==================== uart_fifo_ctrl
**uart_fifo_ctrl: sequential cells colored by netlist name**

Scale bar: 20 um.
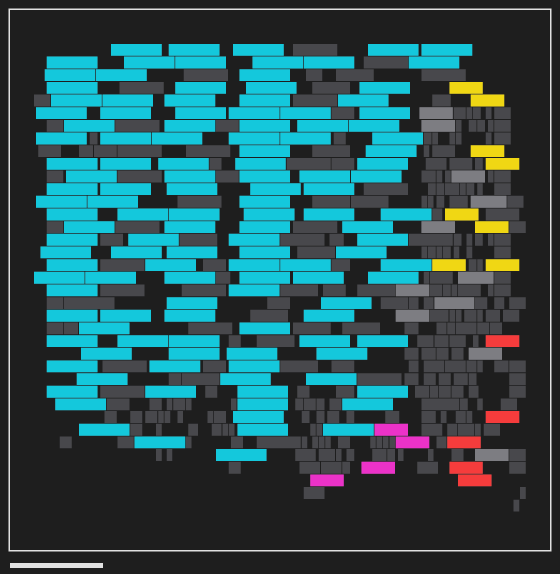

[src/rtl/uart_fifo_ctrl.sv]
// uart_fifo_ctrl: synchronous FIFO with occupancy and threshold flags for the UART TX/RX paths.
// Define FIFO_ERR_FLAGS_EN to build the sticky overflow/underflow registers.
//
// state   | meaning
// EMPTY   | count == 0, reads are rejected
// PARTIAL | 0 < count < depth
// FULL    | count == depth, a write is accepted only alongside a read
module uart_fifo_ctrl #(
    parameter int DATA_W   = 8,
    parameter int ADDR_W   = 4,
    parameter int AF_LEVEL = (1 << ADDR_W) - 2,
    parameter int AE_LEVEL = 2
) (
    input  logic              clk,
    input  logic              reset,
    input  logic              wr,
    input  logic [DATA_W-1:0] w_data,
    input  logic              rd,
    output logic [DATA_W-1:0] r_data,
    output logic              r_valid,
    output logic              full,
    output logic              empty,
    output logic              almost_full,
    output logic              almost_empty,
    output logic [ADDR_W:0]   count,
    output logic              overflow,
    output logic              underflow,
    input  logic              clr_err
);

    localparam int DEPTH = 1 << ADDR_W;
    localparam int PW    = (ADDR_W > 0) ? ADDR_W : 1;
    localparam int CW    = ADDR_W + 1;

    localparam logic [PW-1:0] PTR_LAST = PW'(DEPTH - 1);
    localparam logic [CW-1:0] DEPTH_C  = CW'(DEPTH);
    localparam logic [CW-1:0] AF_C     = CW'(AF_LEVEL);
    localparam logic [CW-1:0] AE_C     = CW'(AE_LEVEL);

    typedef enum logic [1:0] {
        ST_EMPTY   = 2'd0,
        ST_PARTIAL = 2'd1,
        ST_FULL    = 2'd2
    } state_t;

    logic [DATA_W-1:0] mem [DEPTH];

    state_t            state_q, state_d;
    logic [PW-1:0]     w_ptr_q, w_ptr_d;
    logic [PW-1:0]     r_ptr_q, r_ptr_d;
    logic [CW-1:0]     count_q, count_d;
    logic [DATA_W-1:0] r_data_q, r_data_d;
    logic              r_valid_q, r_valid_d;
    logic              full_q, full_d;
    logic              empty_q, empty_d;
    logic              af_q, af_d;
    logic              ae_q, ae_d;
    logic              wr_acc, rd_acc;

    // Acceptance looks only at registered flags, so it is stable for the whole cycle.
    always_comb begin
        wr_acc = wr & (~full_q | rd);
        rd_acc = rd & ~empty_q;
    end

    always_comb begin
        count_d   = count_q + CW'(wr_acc) - CW'(rd_acc);
        w_ptr_d   = w_ptr_q;
        r_ptr_d   = r_ptr_q;
        r_data_d  = r_data_q;
        r_valid_d = rd_acc;

        if (wr_acc) begin
            w_ptr_d = (w_ptr_q == PTR_LAST) ? '0 : w_ptr_q + PW'(1);
        end
        if (rd_acc) begin
            r_ptr_d  = (r_ptr_q == PTR_LAST) ? '0 : r_ptr_q + PW'(1);
            r_data_d = mem[r_ptr_q];
        end
    end

    always_comb begin
        state_d = state_q;
        case (state_q)
            ST_EMPTY: begin
                if (wr_acc) begin
                    state_d = (count_d == DEPTH_C) ? ST_FULL : ST_PARTIAL;
                end
            end
            ST_PARTIAL: begin
                if (count_d == DEPTH_C) begin
                    state_d = ST_FULL;
                end else if (count_d == '0) begin
                    state_d = ST_EMPTY;
                end
            end
            ST_FULL: begin
                if (rd_acc && !wr_acc) begin
                    state_d = (count_d == '0) ? ST_EMPTY : ST_PARTIAL;
                end
            end
            default: state_d = ST_EMPTY;
        endcase

        full_d  = (state_d == ST_FULL);
        empty_d = (state_d == ST_EMPTY);
        af_d    = (count_d >= AF_C);
        ae_d    = (count_d <= AE_C);
    end

    always_ff @(posedge clk) begin
        if (reset) begin
            state_q   <= ST_EMPTY;
            w_ptr_q   <= '0;
            r_ptr_q   <= '0;
            count_q   <= '0;
            r_data_q  <= '0;
            r_valid_q <= 1'b0;
            full_q    <= 1'b0;
            empty_q   <= 1'b1;
            af_q      <= 1'b0;
            ae_q      <= 1'b1;
        end else begin
            state_q   <= state_d;
            w_ptr_q   <= w_ptr_d;
            r_ptr_q   <= r_ptr_d;
            count_q   <= count_d;
            r_data_q  <= r_data_d;
            r_valid_q <= r_valid_d;
            full_q    <= full_d;
            empty_q   <= empty_d;
            af_q      <= af_d;
            ae_q      <= ae_d;
        end
    end

    // Storage has no reset; when full, a paired write lands in the slot being read out.
    always_ff @(posedge clk) begin
        if (!reset && wr_acc) begin
            mem[w_ptr_q] <= w_data;
        end
    end

`ifdef FIFO_ERR_FLAGS_EN
    logic ovf_q, ovf_d;
    logic udf_q, udf_d;

    always_comb begin
        ovf_d = ovf_q;
        udf_d = udf_q;
        if (clr_err) begin
            ovf_d = 1'b0;
            udf_d = 1'b0;
        end
        if (wr && !wr_acc) begin
            ovf_d = 1'b1;
        end
        if (rd && !rd_acc) begin
            udf_d = 1'b1;
        end
    end

    always_ff @(posedge clk) begin
        if (reset) begin
            ovf_q <= 1'b0;
            udf_q <= 1'b0;
        end else begin
            ovf_q <= ovf_d;
            udf_q <= udf_d;
        end
    end

    assign overflow  = ovf_q;
    assign underflow = udf_q;
`else
    logic clr_err_unused;
    assign clr_err_unused = clr_err;
    assign overflow       = 1'b0;
    assign underflow      = 1'b0;
`endif

    assign r_data       = r_data_q;
    assign r_valid      = r_valid_q;
    assign full         = full_q;
    assign empty        = empty_q;
    assign almost_full  = af_q;
    assign almost_empty = ae_q;
    assign count        = count_q;

endmodule

[config.mk]
export PLATFORM = sky130hd
export DESIGN_NAME = uart_fifo_ctrl
export DESIGN_NICKNAME = d
export VERILOG_FILES = /design/src/rtl/uart_fifo_ctrl.sv
export SDC_FILE = /design/constraint.sdc
export NUM_CORES = 1
export LEC_CHECK = 0
export CORE_MARGIN = 5
export CORE_UTILIZATION = 56
export CTS_BUF_LIST = sky130_fd_sc_hd__clkbuf_8
export CTS_CLUSTER_SIZE = 20
export DETAILED_ROUTE_END_ITERATION = 8
export PLACE_DENSITY = 0.78
export SYNTH_ARGS = -nofsm -noshare
export SYNTH_HDL_FRONTEND = slang
export SYNTH_SLANG_ARGS = --single-unit
[constraint.sdc]
create_clock -name clk -period 2.8 [get_ports clk]
set_input_delay 0.42 -clock clk [delete_from_list [all_inputs] [get_ports clk]]
set_output_delay 0.42 -clock clk [all_outputs]
set_load 0.05 [all_outputs]
==================== fetch_unit
## config.mk

```make
export PLATFORM = sky130hd
export DESIGN_NAME = fetch_unit
export DESIGN_NICKNAME = d
export VERILOG_FILES = /design/src/rtl/fetch_pkg.sv /design/src/rtl/fetch_fifo.sv /design/src/rtl/fetch_unit.sv
export SDC_FILE = /design/constraint.sdc
export NUM_CORES = 1
export LEC_CHECK = 0
export CAP_MARGIN = 20
export CORE_ASPECT_RATIO = 0.6
export CORE_MARGIN = 2
export CORE_UTILIZATION = 52
export DETAILED_ROUTE_END_ITERATION = 7
export PLACE_DENSITY_LB_ADDON = 0.1
export SLEW_MARGIN = 20
export SYNTH_ARGS = -nofsm -noshare
export SYNTH_HDL_FRONTEND = slang
export SYNTH_SLANG_ARGS = --single-unit
```

## constraint.sdc

```tcl
create_clock -name clk -period 8.8 [get_ports clk]
set_clock_uncertainty 0.2 [all_clocks]
set_input_delay 2.64 -clock clk [delete_from_list [all_inputs] [get_ports clk]]
set_output_delay 2.64 -clock clk [all_outputs]
set_load 0.1 [all_outputs]
```

## src/rtl/fetch_pkg.sv

```systemverilog
// Shared types and constants for the instruction fetch unit.
// Holds the fetch FSM encoding, FIFO entry layout and PC helpers.
package fetch_pkg;

    typedef enum logic [1:0] {
        ST_IDLE    = 2'd0,
        ST_WAIT    = 2'd1,
        ST_DISCARD = 2'd2
    } fetch_state_e;

    localparam int INSTR_BYTES   = 4;
    localparam int DEFAULT_DEPTH = 4;
    localparam int ENTRY_W       = 64;

    typedef struct packed {
        logic [31:0] pc;
        logic [31:0] data;
    } fetch_entry_t;

    function automatic logic [31:0] align_pc(input logic [31:0] pc);
        return pc & ~32'(INSTR_BYTES - 1);
    endfunction

    function automatic logic [31:0] next_pc(input logic [31:0] pc);
        return pc + 32'(INSTR_BYTES);
    endfunction

endpackage

```

## src/rtl/fetch_fifo.sv

```systemverilog
// Prefetch FIFO holding {pc, instruction} entries.
// Head is read straight from registered storage, so a push is visible next cycle.
module fetch_fifo
    import fetch_pkg::*;
#(
    parameter int DEPTH = DEFAULT_DEPTH,
    localparam int AW = $clog2(DEPTH),
    localparam int CW = AW + 1
) (
    input  logic               clk,
    input  logic               reset,
    input  logic               push_i,
    input  logic               pop_i,
    input  logic               flush_i,
    input  logic [ENTRY_W-1:0] wdata_i,
    output logic [ENTRY_W-1:0] rdata_o,
    output logic               valid_o,
    output logic [CW-1:0]      count_o
);

    logic [ENTRY_W-1:0] mem_q [DEPTH];
    logic [AW-1:0]      wr_q, wr_d;
    logic [AW-1:0]      rd_q, rd_d;
    logic [CW-1:0]      count_q, count_d;
    logic               do_push;
    logic               do_pop;

    assign do_push = push_i & (count_q != CW'(DEPTH));
    assign do_pop  = pop_i & (count_q != '0);

    always_comb begin
        wr_d    = wr_q;
        rd_d    = rd_q;
        count_d = count_q;
        if (flush_i) begin
            wr_d    = '0;
            rd_d    = '0;
            count_d = '0;
        end else begin
            if (do_push) wr_d = wr_q + AW'(1);
            if (do_pop)  rd_d = rd_q + AW'(1);
            count_d = count_q + CW'(do_push) - CW'(do_pop);
        end
    end

    always_ff @(posedge clk) begin
        if (reset) begin
            wr_q    <= '0;
            rd_q    <= '0;
            count_q <= '0;
            for (int i = 0; i < DEPTH; i++) mem_q[i] <= '0;
        end else begin
            wr_q    <= wr_d;
            rd_q    <= rd_d;
            count_q <= count_d;
            if (do_push && !flush_i) mem_q[wr_q] <= wdata_i;
        end
    end

    assign rdata_o = mem_q[rd_q];
    assign valid_o = (count_q != '0);
    assign count_o = count_q;

endmodule

```

## src/rtl/fetch_unit.sv

```systemverilog
// Instruction fetch: single-outstanding memory request, prefetch FIFO,
// redirect handling with a discard state for in-flight stale reads.
module fetch_unit
    import fetch_pkg::*;
#(
    parameter int          DEPTH    = DEFAULT_DEPTH,
    parameter logic [31:0] RESET_PC = 32'h0000_0000
) (
    input  logic        clk,
    input  logic        reset,
    output logic        mem_req,
    output logic [31:0] mem_addr,
    input  logic        mem_ack,
    input  logic [31:0] mem_rdata,
    output logic        inst_valid,
    input  logic        inst_ready,
    output logic [31:0] inst_data,
    output logic [31:0] inst_pc,
    input  logic        redirect,
    input  logic [31:0] redirect_pc
);

    localparam int CW = $clog2(DEPTH) + 1;

    fetch_state_e state_q, state_d;
    logic [31:0]  fetch_pc_q, fetch_pc_d;
    logic [31:0]  req_addr_q, req_addr_d;
    logic [31:0]  redir_pc;
    logic         push;
    logic         pop;
    logic         space;
    logic [CW-1:0] count;
    logic [CW-1:0] count_after;
    fetch_entry_t wentry;
    fetch_entry_t hentry;

    assign redir_pc = align_pc(redirect_pc);
    assign pop      = inst_valid & inst_ready;
    assign push     = (state_q == ST_WAIT) & mem_ack & ~redirect;

    // Occupancy once this cycle's push/pop land; a new request needs a free slot.
    assign count_after = count + CW'(push) - CW'(pop);
    assign space       = count_after < CW'(DEPTH);

    always_comb begin
        state_d    = state_q;
        fetch_pc_d = fetch_pc_q;
        req_addr_d = req_addr_q;
        unique case (state_q)
            ST_IDLE: begin
                if (redirect) begin
                    state_d    = ST_WAIT;
                    req_addr_d = redir_pc;
                    fetch_pc_d = next_pc(redir_pc);
                end else if (space) begin
                    state_d    = ST_WAIT;
                    req_addr_d = fetch_pc_q;
                    fetch_pc_d = next_pc(fetch_pc_q);
                end
            end
            ST_WAIT: begin
                if (redirect && mem_ack) begin
                    req_addr_d = redir_pc;
                    fetch_pc_d = next_pc(redir_pc);
                end else if (redirect) begin
                    state_d    = ST_DISCARD;
                    fetch_pc_d = redir_pc;
                end else if (mem_ack && space) begin
                    req_addr_d = fetch_pc_q;
                    fetch_pc_d = next_pc(fetch_pc_q);
                end else if (mem_ack) begin
                    state_d = ST_IDLE;
                end
            end
            ST_DISCARD: begin
                if (redirect) fetch_pc_d = redir_pc;
                if (mem_ack)  state_d    = ST_IDLE;
            end
            default: state_d = ST_IDLE;
        endcase
    end

    always_ff @(posedge clk) begin
        if (reset) begin
            state_q    <= ST_IDLE;
            fetch_pc_q <= RESET_PC;
            req_addr_q <= RESET_PC;
        end else begin
            state_q    <= state_d;
            fetch_pc_q <= fetch_pc_d;
            req_addr_q <= req_addr_d;
        end
    end

    assign wentry.pc   = req_addr_q;
    assign wentry.data = mem_rdata;

    fetch_fifo #(
        .DEPTH (DEPTH)
    ) u_fifo (
        .clk     (clk),
        .reset   (reset),
        .push_i  (push),
        .pop_i   (pop),
        .flush_i (redirect),
        .wdata_i (wentry),
        .rdata_o (hentry),
        .valid_o (inst_valid),
        .count_o (count)
    );

    assign mem_req   = (state_q != ST_IDLE);
    assign mem_addr  = req_addr_q;
    assign inst_data = hentry.data;
    assign inst_pc   = hentry.pc;

endmodule

```

**fetch_unit: congestion heat map**

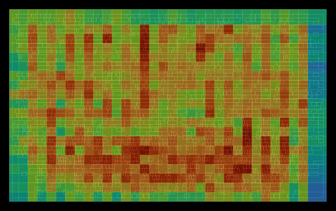
final design utilization: 62.1%
Top Usage Layer GRT: met1
average wire per standard cell: 23.7 um
global routing usage on met1: 43.7%
all-layer global routing usage: 28.8%

==> summary.txt, fetch_unit <==
Implementation results. Total grt overflow landed at 0. Inverter count of the layout excluding clock inverters landed at 56. Area overhead of the layout relative to synthesis landed at 17.2%. Placement row count landed at 50. The register with the most flip-flops in the layout has 252 of them. Xor and xnor fraction of the mapped netlist area landed at 2.01%.

The routed wirelength on the met1 layer is recorded as 21400 um. Total number of vias landed at 12.5k. The count of buffers added on input and output ports is 164. Count of cell types in the netlist landed at 82.

Headroom to the max-slew limit landed at 28.3%. Ratio of cells with drive above 1 in the final layout landed at 10.4%. Per the placement report, the placed cell count is 1955. For reference, the critical path is captured by inst_pc[11].

Static leakage landed at 7.20 nW. Sorting the synthesis cell report by count puts at the top sky130_fd_sc_hd__edfxtp_1. Core box area landed at 0.0313 mm2. Wire segments on met2 add up to 20600 um in the final route. Deepest level of the CTS H-tree landed at 1. Clock sink count landed at 324. STA classifies the critical path startpoint as a flop.

The worst hold path begins at fetch_pc_q[3]. For reference, the top cells by area after synthesis are sky130_fd_sc_hd__edfxtp_1, sky130_fd_sc_hd__dfxtp_1, sky130_fd_sc_hd__mux4_2. During I/O placement, the number of pins put on the boundary was 167. First-pass GRT wire length landed at 72800 um. Overall die height landed at 142 um.

After routing, the total negative slack on setup checks comes to 0 ps. Share of final layout cell area taken by clock buffers and inverters landed at 4.90%. Latest clock arrival within the worst-skew pair landed at 560 ps.

Once layout is complete, the cells apart from fillers number 2008. Per the gpl log, the routability congestion estimate is 0.960. Setup repair after global routing left no endpoint under its margin. Buffers outside the clock tree occupy 9.46% of the routed design's cell area. Clock tree synthesis selected as its root buffer the cell sky130_fd_sc_hd__clkbuf_16.

Clock tree buffer count of the final layout landed at 44. Number of iterations in the first detailed-routing pass landed at 5. In this run the critical register-to-register path is launched from state_q[1].

Tally of filler cells in the layout landed at 2496. The via count of the first global-routing pass was 12.2k. The biggest area contributor in the post-synthesis netlist is sky130_fd_sc_hd__edfxtp_1. The flow ran to the end, and the final reports show no timing, DRC or antenna violations.

Sequential elements use 54.3% of the synthesized area. Count of antenna-violating nets left after detailed routing landed at 0. Final hold analysis gives a worst-case slack of 318 ps.

The flow reports that the clock network draws 28.5% of the design power. The register with the most flip-flops in the final layout is u_fifo.mem_q. The final timing summary puts the cycle share of the worst path at 74.0%. Synthesis produced 1481 cells. Synthesized net count landed at 1560.

Ranked by power, first place goes to registers. Area used by multi-input combinational logic landed at 0.00689 mm2. Number of cells traversed by the worst hold path landed at 2.
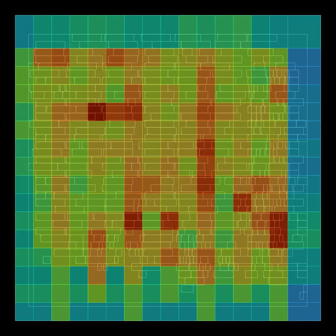
**Above:** uart_fifo_ctrl (congestion heat map).
average wire per standard cell: 19.2 um
global routing met2 resource utilization: 28.7%
final design utilization: 66.5%

Notes on 'sequential cells colored by netlist name' of uart_fifo_ctrl above:
Key: `count` = red [flops 5, where south-east]; `mem` = cyan [flops 128]; `r_data` = yellow [flops 8]; `w_ptr_q` = magenta [flops 4]

==> summary.txt, uart_fifo_ctrl <==
Implementation results. The critical path in the final layout is reported with a setup slack of 182 ps. The logs give a warning total of 30. For this run, combinational gates with multiple inputs come to 165. Hold timing on the final database bottoms out at a slack of 461 ps. Per STA, the worst path accumulates the most delay in the family adder cells. For reference, the most critical setup path is categorized as in2reg. Sorting the synthesis cell report by count puts at the top sky130_fd_sc_hd__edfxtp_1. The global routing report lists combined usage of all routing layers as 17.7%. The clock reaches the later pin of the worst-skew pair after 450 ps. The number of antenna diodes in the final layout is 0. Post-cts resize count landed at 0.

The area taken by sequential standard cells is reported as 0.00441 mm2. Clock sink count landed at 156. Of the total power, combinational logic draws 24.7%.

From synthesis to final layout, the design area changed by 15.5%. In this run the critical register-to-register path is captured at empty. Yosys stat cell total landed at 350. Sum of negative setup slack landed at 0 ps. Global routing put the most usage on met2. Largest net degree at the start of global routing landed at 38. The synthesis run shows multiplexers occupying 16.0% of the cell area.

The flow ran to the end, and the final reports show no timing, DRC or antenna violations. Count of final max-slew check failures landed at 0. The slowest stage of the critical path is the sky130_fd_sc_hd__clkdlybuf4s50_1 cell.

In this run, power in combinational logic comes to 1.41 mW. Overall die height landed at 116 um. The commonest cells after synthesis are sky130_fd_sc_hd__edfxtp_1, sky130_fd_sc_hd__dfxtp_1, sky130_fd_sc_hd__nand2_1, sky130_fd_sc_hd__mux4_1, sky130_fd_sc_hd__nor2_1. Ranked by power, first place goes to registers. Clock network power consumption landed at 1.60 mW.

In this run the static leakage power is 2.41 nW. The detailed router reported a total wirelength of 10700 um. After detailed routing, no signal wire sits above met4. Instance tally after logic synthesis landed at 350. For this run the aggregate overflow at the end of global routing stands at 0. Deepest level of the CTS H-tree landed at 4. In this run the biggest area consumer among cell types represents 61.1% of the synthesized area.

==> notes/layouts.md <==
Pictures saved along the way, in no particular order.

Logic cells by family.
Plate I
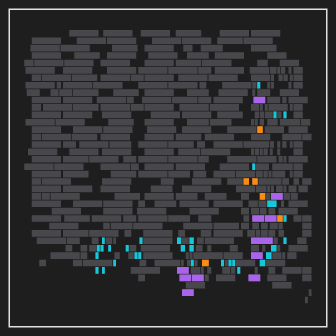
Plate II
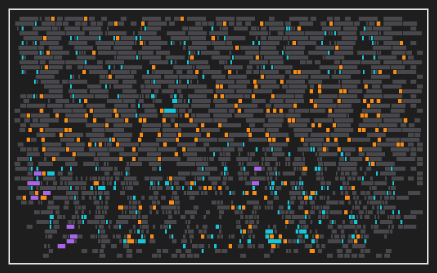
For fetch_unit, see Plate II.
For uart_fifo_ctrl, see Plate I.

Key to Plate I:
Key: and/or cells = orange [cells 6, where east]; fa/ha/maj cells = purple [cells 11, most used ha_1, where south-east]; nor cells = cyan [cells 31, most used nor2_1]


==================== spi_access_arbiter
**spi_access_arbiter: logic cells by family**

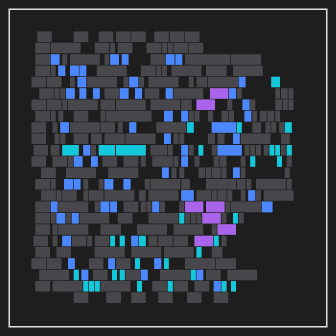
**spi_access_arbiter: nets reached from selected ports**

Scale bar: 20 um.
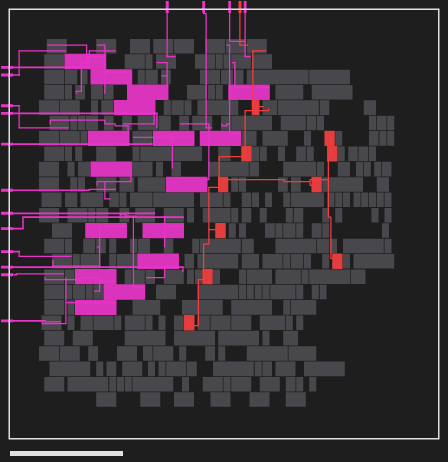
**spi_access_arbiter: zoomed window**

Scale bar: 10 um. Window x 6 to 31, y 6 to 31 um. Cells in gray, sequential cells in the stronger gray; small squares are vias.
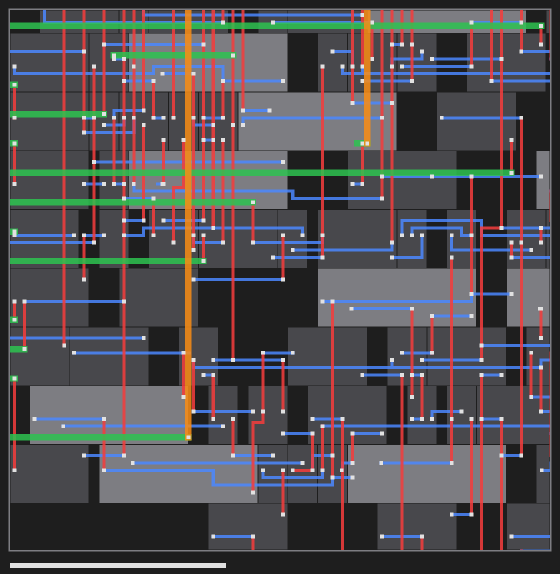
--- config.mk ---
export PLATFORM = sky130hd
export DESIGN_NAME = spi_access_arbiter
export DESIGN_NICKNAME = d
export VERILOG_FILES = /design/src/rtl/spi_arb_pkg.sv /design/src/rtl/spi_access_arbiter.sv
export SDC_FILE = /design/constraint.sdc
export NUM_CORES = 1
export LEC_CHECK = 0
export ABC_AREA = 1
export CAP_MARGIN = 5
export CORE_MARGIN = 5
export CORE_UTILIZATION = 44
export DETAILED_ROUTE_END_ITERATION = 10
export PLACE_DENSITY = 0.79
export SETUP_SLACK_MARGIN = 0.05
export SYNTH_ARGS = -nofsm -noshare
export SYNTH_HDL_FRONTEND = slang
export SYNTH_SLANG_ARGS = --single-unit
export TNS_END_PERCENT = 1
--- constraint.sdc ---
create_clock -name I_clk -period 2 [get_ports I_clk]
set_clock_uncertainty 0.15 [all_clocks]
set_input_delay 0.4 -clock I_clk [delete_from_list [all_inputs] [get_ports I_clk]]
set_output_delay 0.4 -clock I_clk [all_outputs]
set_load 0.005 [all_outputs]
--- src/rtl/spi_arb_pkg.sv ---
// Shared types and constants for the SPI access arbiter.
package spi_arb_pkg;

    typedef enum logic [1:0] {
        IDLE    = 2'd0,
        XFER    = 2'd1,
        CAPTURE = 2'd2,
        GAP     = 2'd3
    } arb_state_t;

    localparam int SPI_FRAME_BITS   = 16;
    localparam int SPI_RX_BITS      = 8;
    localparam int FRAME_CYCLES_DEF = 50;
    localparam int GAP_CYCLES_DEF   = 8;

endpackage

--- src/rtl/spi_access_arbiter.sv ---
// Shares one SPI master engine between two requesters: arbitrate, run one frame,
// capture the read byte, enforce a CS-high gap. SPI_ARB_FIXED_PRIO_EN selects fixed priority.
module spi_access_arbiter
    import spi_arb_pkg::*;
#(
    parameter int FRAME_CYCLES = FRAME_CYCLES_DEF,
    parameter int GAP_CYCLES   = GAP_CYCLES_DEF,
    parameter int CNT_W        = 8
) (
    input  logic                      I_clk,
    input  logic                      I_rst,
    input  logic                      I_req0,
    input  logic [SPI_FRAME_BITS-1:0] I_cmd0,
    output logic                      O_done0,
    input  logic                      I_req1,
    input  logic [SPI_FRAME_BITS-1:0] I_cmd1,
    output logic                      O_done1,
    output logic [SPI_RX_BITS-1:0]    O_rdata,
    output logic                      O_busy,
    output logic                      O_spi_tx_en,
    output logic [SPI_FRAME_BITS-1:0] O_spi_data,
    input  logic [SPI_RX_BITS-1:0]    I_spi_rdata
);

    localparam logic [CNT_W-1:0] FRAME_LAST = CNT_W'(FRAME_CYCLES - 1);
    localparam logic [CNT_W-1:0] GAP_LAST   = CNT_W'(GAP_CYCLES - 1);

    arb_state_t                state, state_nxt;
    logic [CNT_W-1:0]          cnt, cnt_nxt;
    logic                      win, win_nxt;
    logic                      tx_en_nxt, busy_nxt;
    logic                      done0_nxt, done1_nxt;
    logic [SPI_FRAME_BITS-1:0] data_nxt;
    logic [SPI_RX_BITS-1:0]    rdata_nxt;
    logic                      gnt1;

`ifdef SPI_ARB_FIXED_PRIO_EN
    assign gnt1 = I_req1 & ~I_req0;
`else
    // last holds the previous winner; on contention the other requester wins
    logic last, last_nxt;
    assign gnt1 = I_req1 & (~I_req0 | ~last);
`endif

    always_comb begin
        state_nxt = state;
        cnt_nxt   = cnt;
        win_nxt   = win;
        tx_en_nxt = O_spi_tx_en;
        busy_nxt  = O_busy;
        data_nxt  = O_spi_data;
        rdata_nxt = O_rdata;
        done0_nxt = 1'b0;
        done1_nxt = 1'b0;
`ifndef SPI_ARB_FIXED_PRIO_EN
        last_nxt  = last;
`endif
        case (state)
            IDLE: begin
                if (I_req0 | I_req1) begin
                    data_nxt  = gnt1 ? I_cmd1 : I_cmd0;
                    win_nxt   = gnt1;
`ifndef SPI_ARB_FIXED_PRIO_EN
                    last_nxt  = gnt1;
`endif
                    busy_nxt  = 1'b1;
                    tx_en_nxt = 1'b1;
                    cnt_nxt   = '0;
                    state_nxt = XFER;
                end
            end
            XFER: begin
                if (cnt == FRAME_LAST) begin
                    tx_en_nxt = 1'b0;
                    cnt_nxt   = '0;
                    state_nxt = CAPTURE;
                end else begin
                    cnt_nxt = cnt + 1'b1;
                end
            end
            CAPTURE: begin
                // engine output is still valid for this one cycle after enable drops
                rdata_nxt = I_spi_rdata;
                done0_nxt = ~win;
                done1_nxt = win;
                cnt_nxt   = '0;
                state_nxt = GAP;
            end
            GAP: begin
                if (cnt == GAP_LAST) begin
                    busy_nxt  = 1'b0;
                    cnt_nxt   = '0;
                    state_nxt = IDLE;
                end else begin
                    cnt_nxt = cnt + 1'b1;
                end
            end
            default: state_nxt = IDLE;
        endcase
    end

    always_ff @(posedge I_clk) begin
        if (I_rst) begin
            state       <= IDLE;
            cnt         <= '0;
            win         <= 1'b0;
            O_spi_tx_en <= 1'b0;
            O_busy      <= 1'b0;
            O_spi_data  <= '0;
            O_rdata     <= '0;
            O_done0     <= 1'b0;
            O_done1     <= 1'b0;
`ifndef SPI_ARB_FIXED_PRIO_EN
            last        <= 1'b1;
`endif
        end else begin
            state       <= state_nxt;
            cnt         <= cnt_nxt;
            win         <= win_nxt;
            O_spi_tx_en <= tx_en_nxt;
            O_busy      <= busy_nxt;
            O_spi_data  <= data_nxt;
            O_rdata     <= rdata_nxt;
            O_done0     <= done0_nxt;
            O_done1     <= done1_nxt;
`ifndef SPI_ARB_FIXED_PRIO_EN
            last        <= last_nxt;
`endif
        end
    end

endmodule
==> summary.txt <==
Implementation results. Routed length on met3 landed at 497 um. The run finished with clean final reports. Required arrival time at the worst endpoint landed at 2090 ps.

Overall die height landed at 75.8 um. According to the cell report, flip-flops and latches in the layout number 40. The fraction of final cell area spent on non-clock buffers in this run is 27.1%. Clock sink count landed at 40. Total global routing track utilization landed at 18.9%. The longest incremental delay of any stage on the critical path is reported as 370 ps. Detailed route wirelength on metal2 landed at 2330 um. Yosys reports that the most numerous cell types are sky130_fd_sc_hd__nand2_1, sky130_fd_sc_hd__dfxtp_1, sky130_fd_sc_hd__nor2_1, sky130_fd_sc_hd__inv_1, sky130_fd_sc_hd__a31oi_1.

For this run, global-route usage on met2 was measured as 30.5%. Clock network power consumption landed at 0.770 mW. The layout has 5 clock buffers. The largest share of the power goes to combinational cells. In this run the cell area of the synthesized design comes to 0.00190 mm2. Critical path arrival landed at 1840 ps.

Flip-flop count of the largest register, all copies and words added landed at 16. After legalization and detailed placement, the total HPWL measured 3700 um. Of the total synthesized cell area, the portion taken by AND-OR and OR-AND cells is 17.6%. The synthesized netlist has a Yosys-reported chip area of 0.00190 mm2.

Across the placement rows, the number of tap cells is 52. Fraction of power consumed by the clock network landed at 23.1%.
About 'logic cells by family' of spi_access_arbiter:
Key: aoi and oai cells = blue [cells 57, most used a31oi_1]; nor cells = cyan [cells 33, most used nor2_1]; fa/ha/maj cells = purple [cells 7, most used ha_1]

About 'nets reached from selected ports' of spi_access_arbiter:
Key: `O_spi_data` = magenta [direction output, end cells 16, buffers 16, wire 521 um]; `I_rst` = red [direction input, end cells 10, buffers 2, wire 120 um]

About 'zoomed window' of spi_access_arbiter:
Key: M4 = orange; M1 = blue; M2 = red; M3 = green
53 logic cells have their middle in the window. Most frequent: clkdlybuf4s50_1 (20), nor2_1 (9), dfxtp_1 (7). Sequential cells in the window: 7. Netlist names of flops here include `O_rdata` (4), `O_spi_data` (3).


Power figures rest on the tool's default switching activity, not on a simulated workload.
